# ---- design 1 ----
Design 1, pin placement:
Drawn at 2 px/um. Pins as bars across the die edge, other pins in grey.
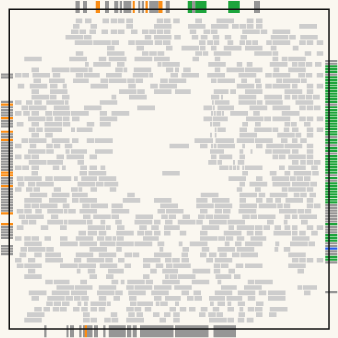

## src/rtl/cla_multiword_add_seq.sv

```systemverilog
// cla_multiword_add_seq: adds two WORDS*16-bit operands one 16-bit slice per cycle through an external CLA16.
// Optional subtract support (op_sub port) is enabled by defining CLA_SEQ_SUB_MODE_EN.
module cla_multiword_add_seq #(
   parameter  int WORDS = 4,
   localparam int W     = 16 * WORDS,
   localparam int IW    = (WORDS > 1) ? $clog2(WORDS) : 1
) (
   input  logic         clk,
   input  logic         rst,
`ifdef CLA_SEQ_SUB_MODE_EN
   input  logic         op_sub,
`endif
   input  logic         in_valid,
   output logic         in_ready,
   input  logic [W-1:0] op_a,
   input  logic [W-1:0] op_b,
   input  logic         op_cin,
   output logic [15:0]  add_a,
   output logic [15:0]  add_b,
   output logic         add_cin,
   input  logic [15:0]  add_s,
   input  logic         add_cout,
   output logic         out_valid,
   input  logic         out_ready,
   output logic [W-1:0] sum,
   output logic         cout
);

   localparam logic [1:0] S_IDLE = 2'd0;
   localparam logic [1:0] S_ADD  = 2'd1;
   localparam logic [1:0] S_DONE = 2'd2;

   localparam logic [IW-1:0] LAST_IDX = IW'(WORDS - 1);

   logic [1:0]    state_q, state_d;
   logic [IW-1:0] idx_q,   idx_d;
   logic          carry_q, carry_d;
   logic [W-1:0]  a_q,     a_d;
   logic [W-1:0]  b_q,     b_d;
   logic [W-1:0]  sum_q,   sum_d;
   logic          cout_q,  cout_d;
   logic          sub_q,   sub_d;
   logic          sub_in;
   logic [15:0]   b_slice;

`ifdef CLA_SEQ_SUB_MODE_EN
   assign sub_in = op_sub;
`else
   assign sub_in = 1'b0;
`endif

   assign in_ready  = (state_q == S_IDLE);
   assign out_valid = (state_q == S_DONE);
   assign sum       = sum_q;
   assign cout      = cout_q;

   // NOTE: every variable gets a default at the top of the block so no path leaves it unassigned (no latches).
   always_comb begin
      state_d = state_q;
      idx_d   = idx_q;
      carry_d = carry_q;
      a_d     = a_q;
      b_d     = b_q;
      sum_d   = sum_q;
      cout_d  = cout_q;
      sub_d   = sub_q;
      add_a   = '0;
      add_b   = '0;
      add_cin = 1'b0;
      b_slice = b_q[16*idx_q +: 16];

      case (state_q)
         S_IDLE: begin
            if (in_valid) begin
               a_d     = op_a;
               b_d     = op_b;
               sub_d   = sub_in;
               // Subtraction is A + ~B + 1, so the incoming carry is forced high.
               carry_d = sub_in ? 1'b1 : op_cin;
               idx_d   = '0;
               state_d = S_ADD;
            end
         end
         S_ADD: begin
            add_a   = a_q[16*idx_q +: 16];
            add_b   = sub_q ? ~b_slice : b_slice;
            add_cin = carry_q;
            sum_d[16*idx_q +: 16] = add_s;
            carry_d = add_cout;
            if (idx_q == LAST_IDX) begin
               cout_d  = add_cout;
               state_d = S_DONE;
            end else begin
               idx_d = idx_q + 1'b1;
            end
         end
         S_DONE: begin
            if (out_ready) state_d = S_IDLE;
         end
         default: state_d = S_IDLE;
      endcase
   end

   // NOTE: state registers use non-blocking assignments so all flops update together at the edge.
   always_ff @(posedge clk or posedge rst) begin
      if (rst) begin
         state_q <= S_IDLE;
         idx_q   <= '0;
         carry_q <= 1'b0;
         a_q     <= '0;
         b_q     <= '0;
         sum_q   <= '0;
         cout_q  <= 1'b0;
         sub_q   <= 1'b0;
      end else begin
         state_q <= state_d;
         idx_q   <= idx_d;
         carry_q <= carry_d;
         a_q     <= a_d;
         b_q     <= b_d;
         sum_q   <= sum_d;
         cout_q  <= cout_d;
         sub_q   <= sub_d;
      end
   end

endmodule

```

## config.mk

```make
export PLATFORM = sky130hd
export DESIGN_NAME = cla_multiword_add_seq
export DESIGN_NICKNAME = d
export VERILOG_FILES = /design/src/rtl/cla_multiword_add_seq.sv
export SDC_FILE = /design/constraint.sdc
export NUM_CORES = 1
export LEC_CHECK = 0
export ABC_AREA = 0
export CAP_MARGIN = 15
export CORE_MARGIN = 2
export CORE_UTILIZATION = 35
export DETAILED_ROUTE_END_ITERATION = 10
export SYNTH_ARGS = -nofsm -noshare
export SYNTH_HDL_FRONTEND = slang
export SYNTH_SLANG_ARGS = --single-unit
```

## constraint.sdc

```tcl
create_clock -name clk -period 7.1 [get_ports clk]
set_input_delay 2.13 -clock clk [delete_from_list [all_inputs] [get_ports clk]]
set_output_delay 2.13 -clock clk [all_outputs]
set_load 0.05 [all_outputs]
```

# ---- design 2 ----
===== config.mk =====
export PLATFORM = sky130hd
export DESIGN_NAME = dm_access_arbiter_flat
export DESIGN_NICKNAME = d
export VERILOG_FILES = /design/src/rtl/dm_access_if.sv /design/src/rtl/dm_access_arbiter.sv /design/src/flat_wrapper.sv
export SDC_FILE = /design/constraint.sdc
export NUM_CORES = 1
export LEC_CHECK = 0
export CORE_MARGIN = 2
export CORE_UTILIZATION = 44
export CTS_CLUSTER_SIZE = 8
export DETAILED_ROUTE_END_ITERATION = 16
export GPL_ROUTABILITY_DRIVEN = 0
export PLACE_DENSITY = 0.95
export SLEW_MARGIN = 25
export SYNTH_ARGS = -nofsm -noshare
export SYNTH_HDL_FRONTEND = slang
export SYNTH_SLANG_ARGS = --single-unit
export TNS_END_PERCENT = 1

===== constraint.sdc =====
create_clock -name clk -period 3.55 [get_ports clk]
set_clock_uncertainty 0.05 [all_clocks]
set_input_delay 1.065 -clock clk [delete_from_list [all_inputs] [get_ports clk]]
set_output_delay 1.065 -clock clk [all_outputs]
set_load 0.01 [all_outputs]

===== src/rtl/dm_access_if.sv =====
// Bus bundle between the four core load/store units, the arbiter and the
// single data-memory port.
interface dm_access_if #(
  parameter int ADDR_W = 16,
  parameter int DATA_W = 16
);
  logic              load_mode;
  logic              req1, req2, req3, req4;
  logic              we1, we2, we3, we4;
  logic [ADDR_W-1:0] addr1, addr2, addr3, addr4;
  logic [DATA_W-1:0] data_in1, data_in2, data_in3, data_in4;
  logic              gnt1, gnt2, gnt3, gnt4;
  logic              rvalid1, rvalid2, rvalid3, rvalid4;
  logic [DATA_W-1:0] rdata1, rdata2, rdata3, rdata4;
  logic              mem_write_en;
  logic [ADDR_W-1:0] mem_addr;
  logic [DATA_W-1:0] mem_data_in;
  logic [DATA_W-1:0] mem_data_out;
  logic              busy;

  modport slave (
    input  load_mode,
    input  req1, req2, req3, req4,
    input  we1, we2, we3, we4,
    input  addr1, addr2, addr3, addr4,
    input  data_in1, data_in2, data_in3, data_in4,
    input  mem_data_out,
    output gnt1, gnt2, gnt3, gnt4,
    output rvalid1, rvalid2, rvalid3, rvalid4,
    output rdata1, rdata2, rdata3, rdata4,
    output mem_write_en, mem_addr, mem_data_in,
    output busy
  );

  modport master (
    output load_mode,
    output req1, req2, req3, req4,
    output we1, we2, we3, we4,
    output addr1, addr2, addr3, addr4,
    output data_in1, data_in2, data_in3, data_in4,
    output mem_data_out,
    input  gnt1, gnt2, gnt3, gnt4,
    input  rvalid1, rvalid2, rvalid3, rvalid4,
    input  rdata1, rdata2, rdata3, rdata4,
    input  mem_write_en, mem_addr, mem_data_in,
    input  busy
  );
endinterface


===== src/rtl/dm_access_arbiter.sv =====
// Round-robin arbiter serialising four cores onto one data-memory port
// (1-cycle registered read latency); cores are held off while load_mode is high.
module dm_access_arbiter #(
  parameter int ADDR_W = 16,
  parameter int DATA_W = 16
) (
  input logic       clk,
  input logic       rst_n,
  dm_access_if.slave bus
);

  typedef enum logic [1:0] {IDLE, ISSUE, RD_WAIT} state_t;

  state_t            state;
  logic [1:0]        rr_ptr;
  logic [1:0]        cur_idx;
  logic              cur_we;
  logic [3:0]        gnt_vec;
  logic [3:0]        rvalid_vec;
  logic              busy_q;
  logic              mem_we_q;
  logic [ADDR_W-1:0] mem_addr_q;
  logic [DATA_W-1:0] mem_data_q;
  logic [DATA_W-1:0] rdata_q [4];

  logic [3:0]        req_vec;
  logic [3:0]        we_vec;
  logic [ADDR_W-1:0] addr_arr [4];
  logic [DATA_W-1:0] data_arr [4];
  logic [1:0]        cand;
  logic [1:0]        sel_idx;
  logic              sel_found;

  assign req_vec     = {bus.req4, bus.req3, bus.req2, bus.req1};
  assign we_vec      = {bus.we4, bus.we3, bus.we2, bus.we1};
  assign addr_arr[0] = bus.addr1;
  assign addr_arr[1] = bus.addr2;
  assign addr_arr[2] = bus.addr3;
  assign addr_arr[3] = bus.addr4;
  assign data_arr[0] = bus.data_in1;
  assign data_arr[1] = bus.data_in2;
  assign data_arr[2] = bus.data_in3;
  assign data_arr[3] = bus.data_in4;

  // Search starts just after the last winner; k = 4 wraps back to it last.
  always_comb begin
    sel_found = 1'b0;
    sel_idx   = rr_ptr;
    cand      = rr_ptr;
    for (int k = 1; k <= 4; k++) begin
      cand = rr_ptr + 2'(k);
      if (!sel_found && req_vec[cand]) begin
        sel_found = 1'b1;
        sel_idx   = cand;
      end
    end
  end

  always_ff @(posedge clk or negedge rst_n) begin
    if (!rst_n) begin
      state      <= IDLE;
      rr_ptr     <= 2'd3;
      cur_idx    <= 2'd0;
      cur_we     <= 1'b0;
      gnt_vec    <= '0;
      rvalid_vec <= '0;
      busy_q     <= 1'b0;
      mem_we_q   <= 1'b0;
      mem_addr_q <= '0;
      mem_data_q <= '0;
      for (int i = 0; i < 4; i++) rdata_q[i] <= '0;
    end else begin
      gnt_vec    <= '0;
      rvalid_vec <= '0;
      case (state)
        IDLE: begin
          if (!bus.load_mode && sel_found) begin
            rr_ptr           <= sel_idx;
            cur_idx          <= sel_idx;
            cur_we           <= we_vec[sel_idx];
            mem_we_q         <= we_vec[sel_idx];
            mem_addr_q       <= addr_arr[sel_idx];
            mem_data_q       <= data_arr[sel_idx];
            gnt_vec[sel_idx] <= 1'b1;
            busy_q           <= 1'b1;
            state            <= ISSUE;
          end
        end
        ISSUE: begin
          mem_we_q <= 1'b0;
          if (cur_we) begin
            busy_q <= 1'b0;
            state  <= IDLE;
          end else begin
            state  <= RD_WAIT;
          end
        end
        RD_WAIT: begin
          rdata_q[cur_idx]    <= bus.mem_data_out;
          rvalid_vec[cur_idx] <= 1'b1;
          busy_q              <= 1'b0;
          state               <= IDLE;
        end
        default: begin
          busy_q <= 1'b0;
          state  <= IDLE;
        end
      endcase
    end
  end

  assign bus.gnt1         = gnt_vec[0];
  assign bus.gnt2         = gnt_vec[1];
  assign bus.gnt3         = gnt_vec[2];
  assign bus.gnt4         = gnt_vec[3];
  assign bus.rvalid1      = rvalid_vec[0];
  assign bus.rvalid2      = rvalid_vec[1];
  assign bus.rvalid3      = rvalid_vec[2];
  assign bus.rvalid4      = rvalid_vec[3];
  assign bus.rdata1       = rdata_q[0];
  assign bus.rdata2       = rdata_q[1];
  assign bus.rdata3       = rdata_q[2];
  assign bus.rdata4       = rdata_q[3];
  assign bus.mem_write_en = mem_we_q;
  assign bus.mem_addr     = mem_addr_q;
  assign bus.mem_data_in  = mem_data_q;
  assign bus.busy         = busy_q;

endmodule


===== src/flat_wrapper.sv =====
// flat-port wrapper written by rule: the top's interface ports become plain ports
module dm_access_arbiter_flat 
#(
  parameter int ADDR_W = 16,
  parameter int DATA_W = 16
)
  (clk, rst_n, bus_load_mode, bus_req1, bus_req2, bus_req3, bus_req4, bus_we1, bus_we2, bus_we3, bus_we4, bus_addr1, bus_addr2, bus_addr3, bus_addr4, bus_data_in1, bus_data_in2, bus_data_in3, bus_data_in4, bus_mem_data_out, bus_gnt1, bus_gnt2, bus_gnt3, bus_gnt4, bus_rvalid1, bus_rvalid2, bus_rvalid3, bus_rvalid4, bus_rdata1, bus_rdata2, bus_rdata3, bus_rdata4, bus_mem_write_en, bus_mem_addr, bus_mem_data_in, bus_busy);
  dm_access_if #(.ADDR_W(ADDR_W), .DATA_W(DATA_W)) bus_i ();
  input logic clk;
  input logic rst_n;
  input wire logic [$bits(bus_i.load_mode)-1:0] bus_load_mode;
  input wire logic [$bits(bus_i.req1)-1:0] bus_req1;
  input wire logic [$bits(bus_i.req2)-1:0] bus_req2;
  input wire logic [$bits(bus_i.req3)-1:0] bus_req3;
  input wire logic [$bits(bus_i.req4)-1:0] bus_req4;
  input wire logic [$bits(bus_i.we1)-1:0] bus_we1;
  input wire logic [$bits(bus_i.we2)-1:0] bus_we2;
  input wire logic [$bits(bus_i.we3)-1:0] bus_we3;
  input wire logic [$bits(bus_i.we4)-1:0] bus_we4;
  input wire logic [$bits(bus_i.addr1)-1:0] bus_addr1;
  input wire logic [$bits(bus_i.addr2)-1:0] bus_addr2;
  input wire logic [$bits(bus_i.addr3)-1:0] bus_addr3;
  input wire logic [$bits(bus_i.addr4)-1:0] bus_addr4;
  input wire logic [$bits(bus_i.data_in1)-1:0] bus_data_in1;
  input wire logic [$bits(bus_i.data_in2)-1:0] bus_data_in2;
  input wire logic [$bits(bus_i.data_in3)-1:0] bus_data_in3;
  input wire logic [$bits(bus_i.data_in4)-1:0] bus_data_in4;
  input wire logic [$bits(bus_i.mem_data_out)-1:0] bus_mem_data_out;
  output wire logic [$bits(bus_i.gnt1)-1:0] bus_gnt1;
  output wire logic [$bits(bus_i.gnt2)-1:0] bus_gnt2;
  output wire logic [$bits(bus_i.gnt3)-1:0] bus_gnt3;
  output wire logic [$bits(bus_i.gnt4)-1:0] bus_gnt4;
  output wire logic [$bits(bus_i.rvalid1)-1:0] bus_rvalid1;
  output wire logic [$bits(bus_i.rvalid2)-1:0] bus_rvalid2;
  output wire logic [$bits(bus_i.rvalid3)-1:0] bus_rvalid3;
  output wire logic [$bits(bus_i.rvalid4)-1:0] bus_rvalid4;
  output wire logic [$bits(bus_i.rdata1)-1:0] bus_rdata1;
  output wire logic [$bits(bus_i.rdata2)-1:0] bus_rdata2;
  output wire logic [$bits(bus_i.rdata3)-1:0] bus_rdata3;
  output wire logic [$bits(bus_i.rdata4)-1:0] bus_rdata4;
  output wire logic [$bits(bus_i.mem_write_en)-1:0] bus_mem_write_en;
  output wire logic [$bits(bus_i.mem_addr)-1:0] bus_mem_addr;
  output wire logic [$bits(bus_i.mem_data_in)-1:0] bus_mem_data_in;
  output wire logic [$bits(bus_i.busy)-1:0] bus_busy;
  assign bus_i.load_mode = bus_load_mode;
  assign bus_i.req1 = bus_req1;
  assign bus_i.req2 = bus_req2;
  assign bus_i.req3 = bus_req3;
  assign bus_i.req4 = bus_req4;
  assign bus_i.we1 = bus_we1;
  assign bus_i.we2 = bus_we2;
  assign bus_i.we3 = bus_we3;
  assign bus_i.we4 = bus_we4;
  assign bus_i.addr1 = bus_addr1;
  assign bus_i.addr2 = bus_addr2;
  assign bus_i.addr3 = bus_addr3;
  assign bus_i.addr4 = bus_addr4;
  assign bus_i.data_in1 = bus_data_in1;
  assign bus_i.data_in2 = bus_data_in2;
  assign bus_i.data_in3 = bus_data_in3;
  assign bus_i.data_in4 = bus_data_in4;
  assign bus_i.mem_data_out = bus_mem_data_out;
  assign bus_gnt1 = bus_i.gnt1;
  assign bus_gnt2 = bus_i.gnt2;
  assign bus_gnt3 = bus_i.gnt3;
  assign bus_gnt4 = bus_i.gnt4;
  assign bus_rvalid1 = bus_i.rvalid1;
  assign bus_rvalid2 = bus_i.rvalid2;
  assign bus_rvalid3 = bus_i.rvalid3;
  assign bus_rvalid4 = bus_i.rvalid4;
  assign bus_rdata1 = bus_i.rdata1;
  assign bus_rdata2 = bus_i.rdata2;
  assign bus_rdata3 = bus_i.rdata3;
  assign bus_rdata4 = bus_i.rdata4;
  assign bus_mem_write_en = bus_i.mem_write_en;
  assign bus_mem_addr = bus_i.mem_addr;
  assign bus_mem_data_in = bus_i.mem_data_in;
  assign bus_busy = bus_i.busy;
  dm_access_arbiter #(.ADDR_W(ADDR_W), .DATA_W(DATA_W)) u_core (.clk(clk), .rst_n(rst_n), .bus(bus_i));
endmodule

# ---- design 3 ----
`src/rtl/mc_ram_if.sv`:
```
// Request/response bundle for mc_ram: one request channel (rd/wr/addr/wdata)
// and the status/data returned by the memory.
interface mc_ram_if #(
  parameter int DATA_W = 8,
  parameter int ADDR_W = 8
);
  logic              rd;
  logic              wr;
  logic [ADDR_W-1:0] addr;
  logic [DATA_W-1:0] wdata;
  logic [DATA_W-1:0] rdata;
  logic              rvalid;
  logic              busy;
  logic              wdone;

  // Requester side: issues commands, observes completion.
  modport master (
    output rd, wr, addr, wdata,
    input  rdata, rvalid, busy, wdone
  );

  // Memory side: accepts commands, reports completion.
  modport slave (
    input  rd, wr, addr, wdata,
    output rdata, rvalid, busy, wdone
  );
endinterface

```
`src/rtl/mc_ram.sv`:
```
// mc_ram: multi-cycle single-port RAM. One read or write is accepted at a
// time in IDLE and completes after LATENCY cycles; read data is then held
// valid for HOLD cycles, and busy stays high for HOLD cycles after a commit.
//
// Power-on contents: the storage array holds each word XOR-ed with its
// power-on image (init_word). An array that powers up all-zero therefore
// reads back as the selected INIT_MODE contents, with no load sequence, and
// reset never disturbs it.
module mc_ram #(
  parameter int DATA_W    = 8,
  parameter int ADDR_W    = 8,
  parameter int DEPTH     = 2**ADDR_W,
  parameter int LATENCY   = 2,
  parameter int HOLD      = 2,
  parameter int INIT_MODE = 1
) (
  input logic   clk,
  input logic   rst,
  mc_ram_if.slave bus
);

  typedef enum logic [2:0] {
    IDLE  = 3'd0,
    RWAIT = 3'd1,
    RHOLD = 3'd2,
    WWAIT = 3'd3,
    WHOLD = 3'd4
  } state_t;

  localparam logic [7:0] LAT_M1  = 8'(LATENCY - 1);
  localparam logic [7:0] HOLD_M1 = 8'(HOLD - 1);

  // Power-on value of a word: zeros, or a descending ramp from DEPTH-1.
  function automatic logic [DATA_W-1:0] init_word(input logic [ADDR_W-1:0] a);
    if (INIT_MODE == 1) begin
      return DATA_W'(DEPTH - 1 - int'(a));
    end
    return '0;
  endfunction

  state_t            r_state;
  logic [7:0]        r_cnt;
  logic [ADDR_W-1:0] r_addr;
  logic [DATA_W-1:0] r_wdata;
  logic [DATA_W-1:0] r_rdata;
  logic              r_rvalid;
  logic              r_busy;
  logic              r_wdone;

  logic [DATA_W-1:0] r_mem [DEPTH];
  logic [DATA_W-1:0] r_mem_q;

  logic [ADDR_W-1:0] w_rd_addr;
  logic              w_rd_ok;
  logic              w_a_ok;
  logic              w_we;

  // In IDLE the array is addressed straight from the bus so that the word
  // is already registered one edge after acceptance (needed for LATENCY=1);
  // afterwards the latched address keeps it pointed at the same word.
  assign w_rd_addr = (r_state == IDLE) ? bus.addr : r_addr;

  // Range checks only exist when the address space is larger than DEPTH.
  generate
    if (DEPTH < 2**ADDR_W) begin : g_partial
      localparam logic [ADDR_W:0] DEPTH_L = (ADDR_W+1)'(DEPTH);
      assign w_rd_ok = ({1'b0, w_rd_addr} < DEPTH_L);
      assign w_a_ok  = ({1'b0, r_addr} < DEPTH_L);
    end else begin : g_full
      assign w_rd_ok = 1'b1;
      assign w_a_ok  = 1'b1;
    end
  endgenerate

  // Commit on the last WWAIT edge; out-of-range writes are dropped. The rst
  // term keeps a reset coincident with the commit edge from writing.
  assign w_we = (r_state == WWAIT) && (r_cnt == 8'd0) && w_a_ok && !rst;

  // Storage array with registered read port (no reset, contents survive rst).
  always_ff @(posedge clk) begin
    if (w_we) begin
      r_mem[r_addr] <= r_wdata ^ init_word(r_addr);
    end
    if (w_rd_ok) begin
      r_mem_q <= r_mem[w_rd_addr];
    end
  end

  // Control FSM: request acceptance, latency/hold timing, registered outputs.
  always_ff @(posedge clk or posedge rst) begin
    if (rst) begin
      r_state  <= IDLE;
      r_cnt    <= 8'd0;
      r_addr   <= '0;
      r_wdata  <= '0;
      r_rdata  <= '0;
      r_rvalid <= 1'b0;
      r_busy   <= 1'b0;
      r_wdone  <= 1'b0;
    end else begin
      case (r_state)
        IDLE: begin
          // Read has priority; a simultaneous write is discarded.
          if (bus.rd) begin
            r_addr  <= bus.addr;
            r_cnt   <= LAT_M1;
            r_busy  <= 1'b1;
            r_state <= RWAIT;
          end else if (bus.wr) begin
            r_addr  <= bus.addr;
            r_wdata <= bus.wdata;
            r_cnt   <= LAT_M1;
            r_busy  <= 1'b1;
            r_state <= WWAIT;
          end
        end
        RWAIT: begin
          if (r_cnt == 8'd0) begin
            r_rdata  <= w_a_ok ? (r_mem_q ^ init_word(r_addr)) : '0;
            r_rvalid <= 1'b1;
            r_cnt    <= HOLD_M1;
            r_state  <= RHOLD;
          end else begin
            r_cnt <= r_cnt - 8'd1;
          end
        end
        RHOLD: begin
          if (r_cnt == 8'd0) begin
            r_rdata  <= '0;
            r_rvalid <= 1'b0;
            r_busy   <= 1'b0;
            r_state  <= IDLE;
          end else begin
            r_cnt <= r_cnt - 8'd1;
          end
        end
        WWAIT: begin
          if (r_cnt == 8'd0) begin
            r_wdone <= 1'b1;
            r_cnt   <= HOLD_M1;
            r_state <= WHOLD;
          end else begin
            r_cnt <= r_cnt - 8'd1;
          end
        end
        WHOLD: begin
          r_wdone <= 1'b0;
          if (r_cnt == 8'd0) begin
            r_busy  <= 1'b0;
            r_state <= IDLE;
          end else begin
            r_cnt <= r_cnt - 8'd1;
          end
        end
        default: begin
          r_state <= IDLE;
        end
      endcase
    end
  end

  assign bus.rdata  = r_rdata;
  assign bus.rvalid = r_rvalid;
  assign bus.busy   = r_busy;
  assign bus.wdone  = r_wdone;

endmodule
```
`src/flat_wrapper.sv`:
```
// flat-port wrapper written by rule: the top's interface ports become plain ports
module mc_ram_flat 
#(
  parameter int DATA_W    = 8,
  parameter int ADDR_W    = 8,
  parameter int DEPTH     = 2**ADDR_W,
  parameter int LATENCY   = 2,
  parameter int HOLD      = 2,
  parameter int INIT_MODE = 1
)
  (clk, rst, bus_rd, bus_wr, bus_addr, bus_wdata, bus_rdata, bus_rvalid, bus_busy, bus_wdone);
  mc_ram_if #(.DATA_W(DATA_W), .ADDR_W(ADDR_W)) bus_i ();
  input logic clk;
  input logic rst;
  input wire logic [$bits(bus_i.rd)-1:0] bus_rd;
  input wire logic [$bits(bus_i.wr)-1:0] bus_wr;
  input wire logic [$bits(bus_i.addr)-1:0] bus_addr;
  input wire logic [$bits(bus_i.wdata)-1:0] bus_wdata;
  output wire logic [$bits(bus_i.rdata)-1:0] bus_rdata;
  output wire logic [$bits(bus_i.rvalid)-1:0] bus_rvalid;
  output wire logic [$bits(bus_i.busy)-1:0] bus_busy;
  output wire logic [$bits(bus_i.wdone)-1:0] bus_wdone;
  assign bus_i.rd = bus_rd;
  assign bus_i.wr = bus_wr;
  assign bus_i.addr = bus_addr;
  assign bus_i.wdata = bus_wdata;
  assign bus_rdata = bus_i.rdata;
  assign bus_rvalid = bus_i.rvalid;
  assign bus_busy = bus_i.busy;
  assign bus_wdone = bus_i.wdone;
  mc_ram #(.DATA_W(DATA_W), .ADDR_W(ADDR_W), .DEPTH(DEPTH), .LATENCY(LATENCY), .HOLD(HOLD), .INIT_MODE(INIT_MODE)) u_core (.clk(clk), .rst(rst), .bus(bus_i));
endmodule
```
`config.mk`:
```
export PLATFORM = sky130hd
export DESIGN_NAME = mc_ram_flat
export DESIGN_NICKNAME = d
export VERILOG_FILES = /design/src/rtl/mc_ram_if.sv /design/src/rtl/mc_ram.sv /design/src/flat_wrapper.sv
export SDC_FILE = /design/constraint.sdc
export NUM_CORES = 2
export LEC_CHECK = 0
export CORE_MARGIN = 1
export CORE_UTILIZATION = 40
export CTS_CLUSTER_SIZE = 12
export DETAILED_ROUTE_END_ITERATION = 7
export PLACE_DENSITY_LB_ADDON = 0.1
export SLEW_MARGIN = 20
export SYNTH_ARGS = -nofsm -noshare
export SYNTH_HDL_FRONTEND = slang
export SYNTH_SLANG_ARGS = --single-unit
export TNS_END_PERCENT = 30
```
`constraint.sdc`:
```
create_clock -name clk -period 11.9 [get_ports clk]
set_input_delay 2.38 -clock clk [delete_from_list [all_inputs] [get_ports clk]]
set_output_delay 2.38 -clock clk [all_outputs]
set_load 0.02 [all_outputs]
```
Design 1, clock nets:
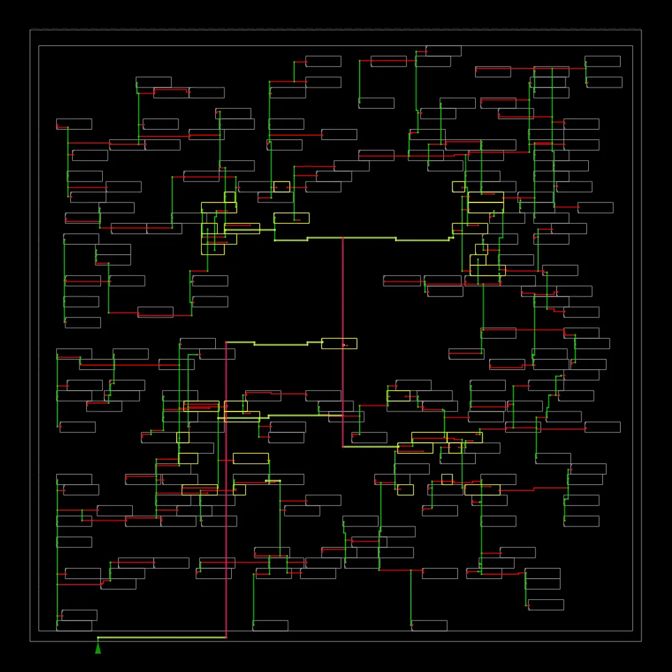
Flops: 198
TritonCTS Sinks: 198
CLK BUF: 18

## Picture notes: 'pin placement' of design 1
sum: in green, pins 64, direction output, edge 50 right, 14 top. add_a: in orange, pins 16, direction output, edge 9 left, 6 top, 1 bottom. cout: in blue, pins 1, direction output, edge right.

==> out/metrics.cfg, design 1 <==
[sta]
relSlewSlack_pct = 22.16
slew_violations = 0

[clock_tree]
cts_root_buf = clkbuf_16
clk_latency_ps = 420
postCtsSetupRepairBufs = 0

[pwr]
p_comb_share_pct = 53.1
pg_comb_mw = 3.44
leakage_nw = 4.863

[global_routing]
grt_util_met2_pct = 28.75
use_met1_pct = 23.18

[worst_setup_path]
endpoint = add_a[12]
path_cells = buf_4, mux4_2, and2_1, clkdlybuf4s50_1

[finish]
fin_nets = 924
final_layout_size_suffix_gt1_share_pct = 28.13
sh_seq_area_pct = 41.89
largest_cell_class = registers

[die]
num_rows = 56
taps = 319

[run_status]
run_status = finished, final reports clean

[synth]
synth-edff-count = 0
ys_sh_adder_pct = 0.7427
postSynth.asyncResetShare_pct = 100.0

[route]
wl_met3_um = 1307
drc = 0
wl_per_cell_um = 19.68

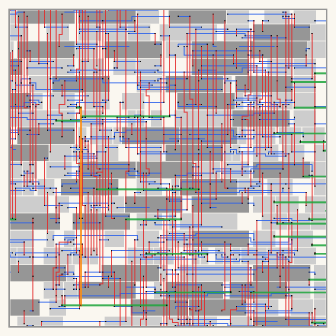
Design 2: layout detail
Window x 61 to 111, y 61 to 111 um. Cells in grey, sequential cells in the stronger grey; small squares are vias.
M1: in blue. M3: in green. M2: in red. M4: in orange.
Most frequent: clkdlybuf4s50_1 (47), dfrtp_1 (39), nand2_1 (28). Netlist names of flops here include u_core.bus.rdata2 (9), u_core.bus.rdata3 (9), u_core.bus.rdata4 (8). 171 logic cells have their middle in the window. Sequential cells in the window: 39.

==> out/metrics.cfg, design 2 <==
[sta]
fmax_mhz = 364.5
rsz0062_at_grt = false
period_needed_ps = 2743
setup_tns_ps = 0
final_hold_viol_count = 0

[clock_tree]
cts_root_buf = clkbuf_16
cts_htree_levels = 4

[worst_setup_path]
worstPathMaxFanout = 17
crit_family = buffers and inverters

[die]
die_h_um = 114.8

[finish]
comb-cell-share_pct = 27.19
final_cell_mix = 259 x clkdlybuf4s50_1, 111 x dfrtp_1, 86 x nand2_1

[route]
num_vias = 5164
drc = 0

[synth]
ys_sh_adder_pct = 0
yosys-top-cells-count = 111 x dfrtp_1, 86 x nand2_1, 34 x mux2i_1

[pwr]
sw_frac_of_total_pct = 34.25

[run_status]
run_status = finished, final reports clean

[worst_hold_path]
min_to = u_core.bus.busy$_DFFE_PN0P_

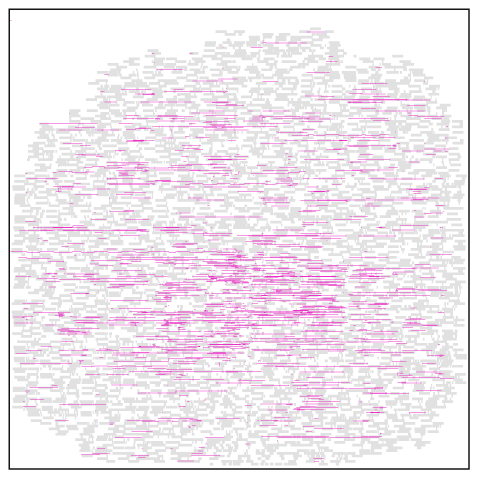
Design 3: the metal 3 layer
Drawn at 1 px/um. Cells faint in the background.
The layer carries 19,400 um of wire. The layer holds 7.0% of the routed length.

==> out/metrics.cfg, design 3 <==
[sta]
whs_ps = 506.7
skew_ps = 59.88
setup_ws_ps = 4940

[place]
post-place-ws_ps = 4253

[die]
die_h_um = 458.2
floorplan.core_util_pct = 40.21

[synth]
synthTopLogicFamily = simple AND/OR/NAND/NOR gates
ys_sh_adder_pct = 0.03005
mux_share_pct = 2.601
largest_area_cell = edfxtp_1
ys_seq_elements = 2094

[worst_setup_path]
crit_slowest_cell = nor3_1

[clock_tree]
cts.clk_slew.worst_paths_ps = 60

[pwr]
powerDensity_nw_per_um2 = 303.4
pg_comb_mw = 11.3
leakage_nw = 30.46

[finish]
inverters = 6
finalInstanceArea_um2 = 93680
regMostFlops = u_core.r_mem
fin_nets = 6099
sh_seq_area_pct = 66.83
ff_latch_area_um2 = 62610
n_all_buffers = 185

[global_routing]
grtUsageTotal_pct = 26.06

[route]
vias_per_cell = 5.831

[run_status]
run_status = finished, final reports clean


## Gallery

M4 wires.
(a)
Drawn at 2 px/um. Supply wires on this layer in grey. Cells faint in the background.
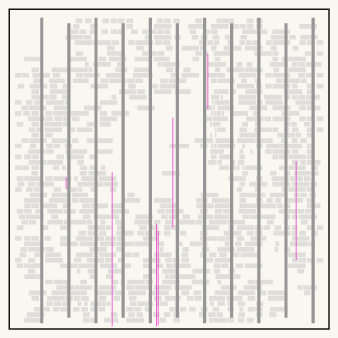
(b)
Drawn at 1 px/um. Supply wires on this layer in grey. Cells faint in the background.
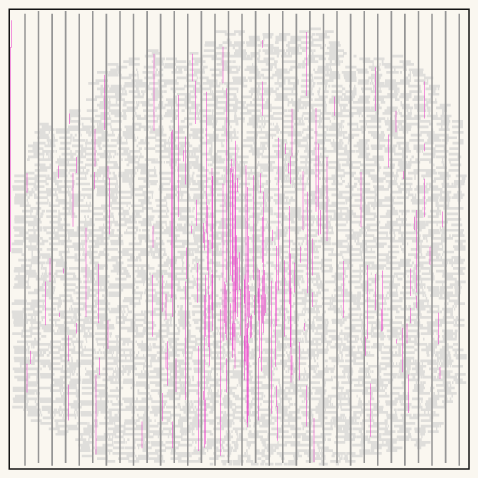
(c)
Drawn at 3 px/um. Supply wires on this layer in grey. Cells faint in the background.
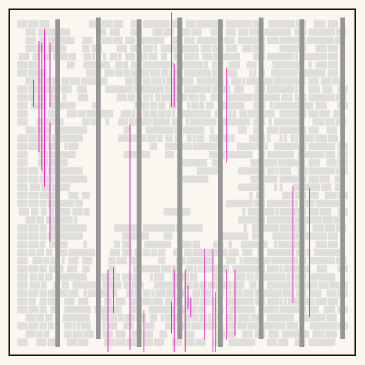
- (b) = design 3
- (c) = design 2
- (a) = design 1


# ---- design 4 ----
Design 4, M4 wires:
Drawn at 4 px/um. Supply wires on this layer in grey. Cells faint in the background.
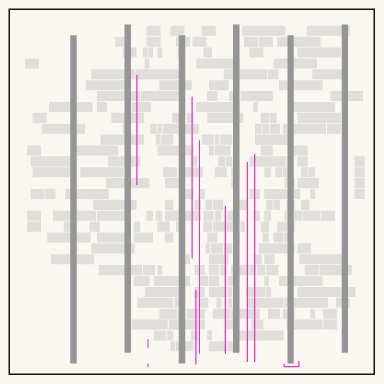

**src/rtl/vlsu_mask_sched.sv**
```systemverilog
// Mask-stream scheduler: hands the shared lane mask stream to the load or store
// unit, one instruction at a time, in the order the instructions were dispatched.
module vlsu_mask_sched #(
  parameter int unsigned NrLanes = 4,
  parameter int unsigned MaskW   = 16,
  parameter int unsigned Depth   = 4,
  parameter int unsigned BeatW   = 8
) (
  input  logic                         clk_i,
  input  logic                         rst_ni,
  input  logic                         op_valid_i,
  output logic                         op_ready_o,
  input  logic                         op_is_load_i,
  input  logic                         op_masked_i,
  input  logic [BeatW-1:0]             op_nbeats_i,
  input  logic [NrLanes-1:0]           mask_valid_i,
  input  logic [NrLanes*MaskW-1:0]     mask_bits_i,
  output logic [NrLanes-1:0]           mask_ready_o,
  output logic                         ld_mask_valid_o,
  input  logic                         ld_mask_ready_i,
  output logic                         st_mask_valid_o,
  input  logic                         st_mask_ready_i,
  output logic [NrLanes*MaskW-1:0]     mask_bits_o,
  output logic [$clog2(Depth+1)-1:0]   pending_o,
  output logic                         busy_o
);

  localparam int unsigned PtrW = $clog2(Depth);
  localparam int unsigned CntW = $clog2(Depth+1);
  localparam logic [PtrW:0] OccOne = 1;

  typedef enum logic {IDLE, STREAM} state_e;

  logic [PtrW:0]      r_wrPtr;
  logic [PtrW:0]      r_rdPtr;
  logic [Depth-1:0]   r_isLoad;
  logic [BeatW-1:0]   r_nbeats [Depth];
  state_e             r_state;
  logic [BeatW-1:0]   r_cnt;

  logic [PtrW-1:0]    w_wrIdx;
  logic [PtrW-1:0]    w_rdIdx;
  logic [PtrW-1:0]    w_nextIdx;
  logic [PtrW:0]      w_occ;
  logic               w_full;
  logic               w_needEntry;
  logic               w_push;
  logic               w_allValid;
  logic               w_headLoad;
  logic               w_grant;
  logic               w_lastBeat;

  assign w_wrIdx     = r_wrPtr[PtrW-1:0];
  assign w_rdIdx     = r_rdPtr[PtrW-1:0];
  assign w_nextIdx   = w_rdIdx + 1'b1;
  assign w_occ       = r_wrPtr - r_rdPtr;
  assign w_full      = (w_wrIdx == w_rdIdx) && (r_wrPtr[PtrW] != r_rdPtr[PtrW]);

  // Unmasked or zero-beat instructions never occupy a slot, so they are always taken.
  assign w_needEntry = op_masked_i && (op_nbeats_i != '0);
  assign op_ready_o  = !w_needEntry || !w_full;
  assign w_push      = op_valid_i && op_ready_o && w_needEntry;

  assign w_allValid      = &mask_valid_i;
  assign w_headLoad      = r_isLoad[w_rdIdx];
  assign ld_mask_valid_o = (r_state == STREAM) && w_headLoad && w_allValid;
  assign st_mask_valid_o = (r_state == STREAM) && !w_headLoad && w_allValid;
  assign w_grant         = (ld_mask_valid_o && ld_mask_ready_i) ||
                           (st_mask_valid_o && st_mask_ready_i);
  assign w_lastBeat      = w_grant && (r_cnt == BeatW'(1));
  assign mask_ready_o    = {NrLanes{w_grant}};
  assign mask_bits_o     = mask_bits_i;

  assign pending_o = CntW'(w_occ);
  assign busy_o    = (w_occ != '0);

  always_ff @(posedge clk_i) begin
    if (w_push) begin
      r_isLoad[w_wrIdx] <= op_is_load_i;
      r_nbeats[w_wrIdx] <= op_nbeats_i;
    end
  end

  always_ff @(posedge clk_i or negedge rst_ni) begin
    if (!rst_ni) begin
      r_wrPtr <= '0;
      r_rdPtr <= '0;
    end else begin
      if (w_push) begin
        r_wrPtr <= r_wrPtr + 1'b1;
      end
      if (w_lastBeat) begin
        r_rdPtr <= r_rdPtr + 1'b1;
      end
    end
  end

  // On the last beat the next head may be an older entry or the one being pushed
  // right now; either way cnt reloads on the same edge so no bubble appears.
  always_ff @(posedge clk_i or negedge rst_ni) begin
    if (!rst_ni) begin
      r_state <= IDLE;
      r_cnt   <= '0;
    end else begin
      case (r_state)
        IDLE: begin
          if (w_push) begin
            r_state <= STREAM;
            r_cnt   <= op_nbeats_i;
          end
        end
        STREAM: begin
          if (w_grant) begin
            if (r_cnt == BeatW'(1)) begin
              if ((w_occ != '0) && (w_occ != OccOne)) begin
                r_cnt <= r_nbeats[w_nextIdx];
              end else if (w_push) begin
                r_cnt <= op_nbeats_i;
              end else begin
                r_state <= IDLE;
                r_cnt   <= '0;
              end
            end else begin
              r_cnt <= r_cnt - 1'b1;
            end
          end
        end
        default: begin
          r_state <= IDLE;
          r_cnt   <= '0;
        end
      endcase
    end
  end

endmodule

```
**config.mk**
```make
export PLATFORM = sky130hd
export DESIGN_NAME = vlsu_mask_sched
export DESIGN_NICKNAME = d
export VERILOG_FILES = /design/src/rtl/vlsu_mask_sched.sv
export SDC_FILE = /design/constraint.sdc
export NUM_CORES = 1
export LEC_CHECK = 0
export CAP_MARGIN = 10
export CORE_MARGIN = 2
export CORE_UTILIZATION = 40
export DETAILED_ROUTE_END_ITERATION = 7
export PLACE_DENSITY_LB_ADDON = 0.15
export REMOVE_ABC_BUFFERS = 1
export SYNTH_ARGS = -nofsm -noshare
export SYNTH_HDL_FRONTEND = slang
export SYNTH_SLANG_ARGS = --single-unit
export TNS_END_PERCENT = 100
```
**constraint.sdc**
```tcl
create_clock -name clk_i -period 3.3 [get_ports clk_i]
set_clock_uncertainty 0.15 [all_clocks]
set_input_delay 0.33 -clock clk_i [delete_from_list [all_inputs] [get_ports clk_i]]
set_output_delay 0.33 -clock clk_i [all_outputs]
set_load 0.03 [all_outputs]
```
# ---- design 5 ----
<file path="src/rtl/mcu_core_param.sv">
// Parametrised multicycle MCU core: 16-bit instructions, 16 x DW register file, IF/ID/FD/EX/RWB.
// Define MCU_MULDIV_EN to build the MUL/DIV datapath; without it opcodes 5/6 retire as NOPs.
`timescale 1ns/1ps

// state | meaning
// IDLE  | waiting for run or step; imem writable
// IF    | IR <= imem[pc]
// ID    | decode slot
// FD    | A <= RF[RA], B <= RF[RB]
// EX    | w_reg <= alu_out, carry captured
// RWB   | RF/flag write-back, pc update, retire
// HLT   | stopped by opcode 0 until reset; imem writable
module mcu_core_param #(
    parameter int DW = 8,
    parameter int AW = 8
) (
    input  logic          clk,
    input  logic          reset,
    input  logic          run,
    input  logic          step,
    input  logic          imem_we,
    input  logic [AW-1:0] imem_addr,
    input  logic [15:0]   imem_wdata,
    input  logic [3:0]    dbg_addr,
    output logic [DW-1:0] dbg_data,
    output logic [AW-1:0] pc,
    output logic [3:0]    opcode,
    output logic [DW-1:0] alu_out,
    output logic [DW-1:0] w_reg,
    output logic          zflag,
    output logic          cflag,
    output logic          busy,
    output logic          halted,
    output logic          retire
);

    typedef enum logic [2:0] {
        S_IDLE, S_IF, S_ID, S_FD, S_EX, S_RWB, S_HLT
    } state_t;

    state_t        state;
    logic [15:0]   ir;
    logic [DW-1:0] a_reg;
    logic [DW-1:0] b_reg;
    logic          c_pend;
    logic [DW-1:0] rf [16];
    logic [15:0]   imem [0:(1<<AW)-1];

    logic [3:0]    ra;
    logic [3:0]    rb;
    logic [3:0]    rd;
    logic [7:0]    imm8;
    logic          alu_c;
    logic [DW:0]   sum_ext;
    logic          rf_wr;
    logic [AW-1:0] pc_inc;
    logic [AW-1:0] pc_rel;
    logic [AW-1:0] pc_nxt;

    assign opcode   = ir[15:12];
    assign ra       = ir[11:8];
    assign rb       = ir[7:4];
    assign rd       = ir[3:0];
    assign imm8     = ir[11:4];
    assign dbg_data = rf[dbg_addr];
    assign busy     = (state != S_IDLE) && (state != S_HLT);
    assign halted   = (state == S_HLT);
    assign retire   = (state == S_RWB);

    // Program load is only accepted while the core is not executing.
    always_ff @(posedge clk) begin
        if (!reset && imem_we && (state == S_IDLE || state == S_HLT))
            imem[imem_addr] <= imem_wdata;
    end

    always_comb begin
        alu_out = '0;
        alu_c   = 1'b0;
        sum_ext = '0;
        case (opcode)
            4'd1: alu_out = DW'(imm8);
            4'd2: begin
                sum_ext = {1'b0, a_reg} + {1'b0, b_reg};
                alu_out = sum_ext[DW-1:0];
                alu_c   = sum_ext[DW];
            end
            4'd3: begin
                sum_ext = {1'b0, a_reg} + (DW+1)'(rb);
                alu_out = sum_ext[DW-1:0];
                alu_c   = sum_ext[DW];
            end
            4'd4: begin
                alu_out = a_reg - b_reg;
                alu_c   = (a_reg < b_reg);
            end
`ifdef MCU_MULDIV_EN
            4'd5: alu_out = a_reg * b_reg;
            4'd6: alu_out = (b_reg == '0) ? '1 : a_reg / b_reg;
`endif
            4'd7:  alu_out = b_reg + DW'(1);
            4'd8:  alu_out = b_reg - DW'(1);
            4'd9:  alu_out = ~(a_reg | b_reg);
            4'd10: alu_out = ~(a_reg & b_reg);
            4'd11: alu_out = a_reg ^ b_reg;
            4'd12: alu_out = ~b_reg;
            default: alu_out = '0;
        endcase
    end

    always_comb begin
        rf_wr = (opcode >= 4'd1) && (opcode <= 4'd12);
`ifndef MCU_MULDIV_EN
        if (opcode == 4'd5 || opcode == 4'd6)
            rf_wr = 1'b0;
`endif
    end

    // BZ looks at the flag as it stands before this write-back; BZ never writes flags.
    always_comb begin
        pc_inc = pc + AW'(1);
        pc_rel = pc + AW'(rd);
        case (opcode)
            4'd0:    pc_nxt = pc;
            4'd13:   pc_nxt = AW'(imm8);
            4'd14:   pc_nxt = (a_reg >= b_reg) ? pc_rel : pc_inc;
            4'd15:   pc_nxt = zflag ? pc_rel : pc_inc;
            default: pc_nxt = pc_inc;
        endcase
    end

    always_ff @(posedge clk) begin
        if (reset) begin
            state  <= S_IDLE;
            pc     <= '0;
            ir     <= '0;
            a_reg  <= '0;
            b_reg  <= '0;
            w_reg  <= '0;
            c_pend <= 1'b0;
            zflag  <= 1'b0;
            cflag  <= 1'b0;
            for (int i = 0; i < 16; i++)
                rf[i] <= '0;
        end else begin
            case (state)
                S_IDLE: if (run || step) state <= S_IF;
                S_IF: begin
                    ir    <= imem[pc];
                    state <= S_ID;
                end
                S_ID: state <= S_FD;
                S_FD: begin
                    a_reg <= rf[ra];
                    b_reg <= rf[rb];
                    state <= S_EX;
                end
                S_EX: begin
                    w_reg  <= alu_out;
                    c_pend <= alu_c;
                    state  <= S_RWB;
                end
                S_RWB: begin
                    if (rf_wr) begin
                        rf[rd] <= w_reg;
                        zflag  <= (w_reg == '0);
                        cflag  <= c_pend;
                    end
                    pc <= pc_nxt;
                    if (opcode == 4'd0)
                        state <= S_HLT;
                    else if (run)
                        state <= S_IF;
                    else
                        state <= S_IDLE;
                end
                S_HLT: state <= S_HLT;
                default: state <= S_IDLE;
            endcase
        end
    end

endmodule

</file>
<file path="config.mk">
export PLATFORM = sky130hd
export DESIGN_NAME = mcu_core_param
export DESIGN_NICKNAME = d
export VERILOG_FILES = /design/src/rtl/mcu_core_param.sv
export SDC_FILE = /design/constraint.sdc
export NUM_CORES = 2
export LEC_CHECK = 0
export ABC_CLOCK_PERIOD_IN_PS = 3820
export CAP_MARGIN = 0
export CELL_PAD_IN_SITES_DETAIL_PLACEMENT = 0
export CELL_PAD_IN_SITES_GLOBAL_PLACEMENT = 2
export CORE_MARGIN = 3
export CORE_UTILIZATION = 50
export CTS_CLUSTER_SIZE = 40
export DETAILED_ROUTE_END_ITERATION = 6
export GPL_TIMING_DRIVEN = 0
export PLACE_DENSITY_LB_ADDON = 0.2
export SLEW_MARGIN = 5
export SYNTH_ARGS = -nofsm -noshare
export SYNTH_HDL_FRONTEND = slang
export SYNTH_MEMORY_MAX_BITS = 65536
export SYNTH_SLANG_ARGS = --single-unit
</file>
<file path="constraint.sdc">
create_clock -name clk -period 3.82 [get_ports clk]
set_clock_uncertainty 0.2 [all_clocks]
set_input_delay 0.573 -clock clk [delete_from_list [all_inputs] [get_ports clk]]
set_output_delay 0.573 -clock clk [all_outputs]
set_load 0.01 [all_outputs]
</file>
Design 4, clock nets:
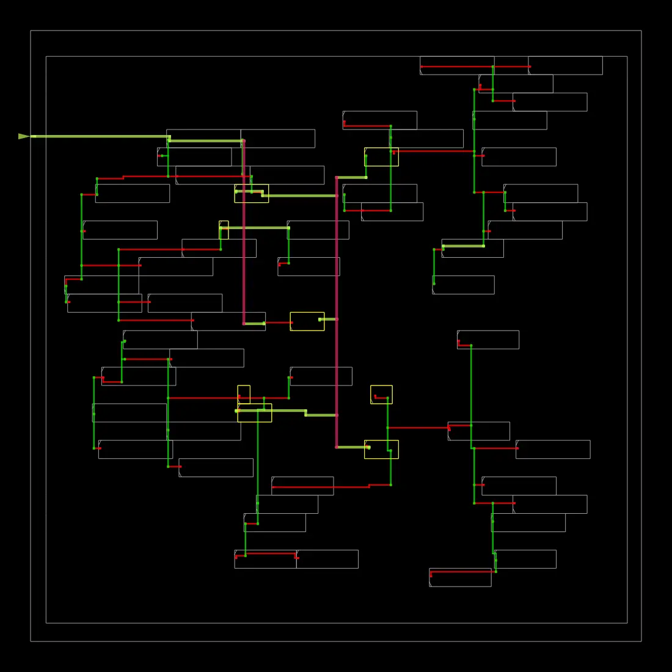
CLK BUF: 6
TritonCTS Sinks: 51
total CTS buffers: 5

About 'M4 wires' of design 4:
The longest straight run is 53.0 um. The wires run mostly vertical. The layer holds 2.6% of the routed length.

==> out/metrics.cfg, design 4 <==
[synth]
ys_seq_elements = 51
synth.most_common_cell = buf_4

[worst_setup_path]
worstPathMaxFanout = 4

[global_routing]
grt_util_met2_pct = 32.09

[pwr]
pg_comb_mw = 0.656
seq_power_mw = 0.900

[route]
dr.pass1.iters = 4
ant_nets = 0

[sta]
tightest_slew_ps = 883.8
rsz0062_at_grt = false

[finish]
comb.multi_input.count = 117
final_cell_mix = 36 x edfxtp_1, 25 x clkdlybuf4s50_1, 20 x buf_4
ff_latch_area_um2 = 1456
finalInstanceArea_um2 = 3093

[run_status]
run_status = finished, final reports clean

[place]
placed_cells = 323

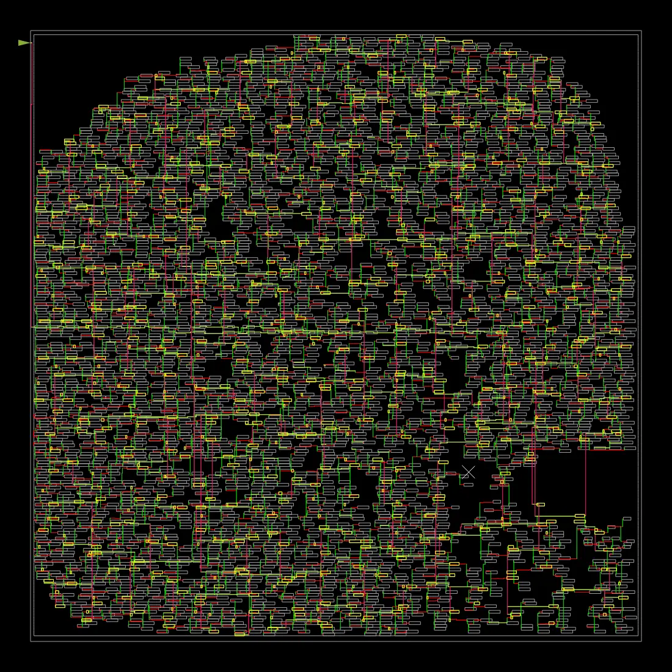
Design 5: clock nets
CLK BUF: 537
total CTS buffers: 437

==> out/metrics.cfg, design 5 <==
[run_status]
run_status = finished with violations
violations = DRC, capacitance limit, slew limit, setup timing

[flow_run]
cap_viol_max_count = 3

[sta]
setup_ws_ps = -787.0
setup_viol = 49
slew_violations = 19

[die]
taps = 4515

[pwr]
p_comb_share_pct = 5.5
sw_frac_of_total_pct = 22.64
finalPower_mw = 100.8
power_switching_mw = 22.82
power_clock_mw = 43.6
power-top-group = sequential cells
powerDensity_nw_per_um2 = 484.3

[worst_hold_path]
hold_depth = 3

[finish]
logic_area_um2 = 42660
instances_no_fill = 14320
largest_reg_flops = 4096

[global_routing]
grtUsageTotal_pct = 41.32
gr-max-usage-layer = met2
gr-usage-met3_pct = 17.02

[place]
placed_cells = 13030

[synth]
yosys-top-cells-count = 4,224 x edfxtp_1, 1,028 x mux4_2, 401 x mux2i_1
synth-main-ff-cell = edfxtp_1
synth_cell_types = 79
ys_sh_adder_pct = 0.3124

[route]
wl_met2_um = 306500
drc = 1



==> notes/layouts.md <==
Pictures saved along the way, in no particular order.

Layout detail.
panel A
Window x 319 to 369, y 319 to 369 um. Cells in grey, sequential cells in the stronger grey; small squares are vias.
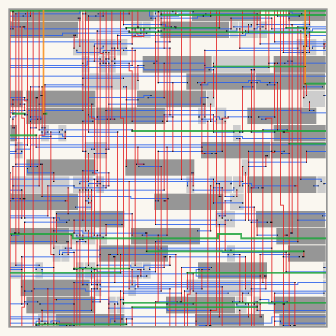
panel B
Window x 94 to 144, y 94 to 144 um. Cells in grey, sequential cells in the stronger grey; small squares are vias.
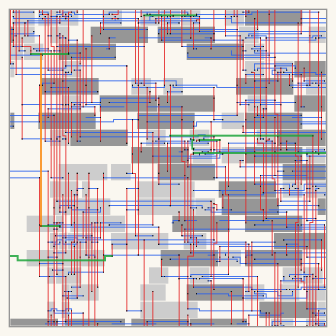
panel C
Window x 41 to 91, y 41 to 91 um. Cells in grey, sequential cells in the stronger grey; small squares are vias.
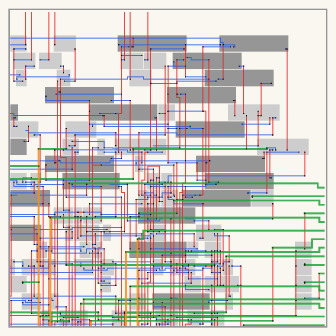
panel D
Window x 417 to 467, y 417 to 467 um. Cells in grey, sequential cells in the stronger grey; small squares are vias.
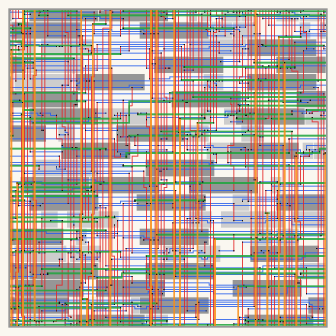
| from | picture |
|---|---|
| design 3 | panel A |
| design 4 | panel C |
| design 5 | panel D |
| design 1 | panel B |

Key to panel A:
M4: in orange. M2: in red. M1: in blue. M3: in green.
Most frequent: edfxtp_1 (38), nand2_1 (25), nand3_1 (8). 94 logic cells have their middle in the window. Sequential cells in the window: 38. Netlist names of flops here include u_core.r_mem (38).

No activity file was given, so power comes from the tool's default toggle rates.
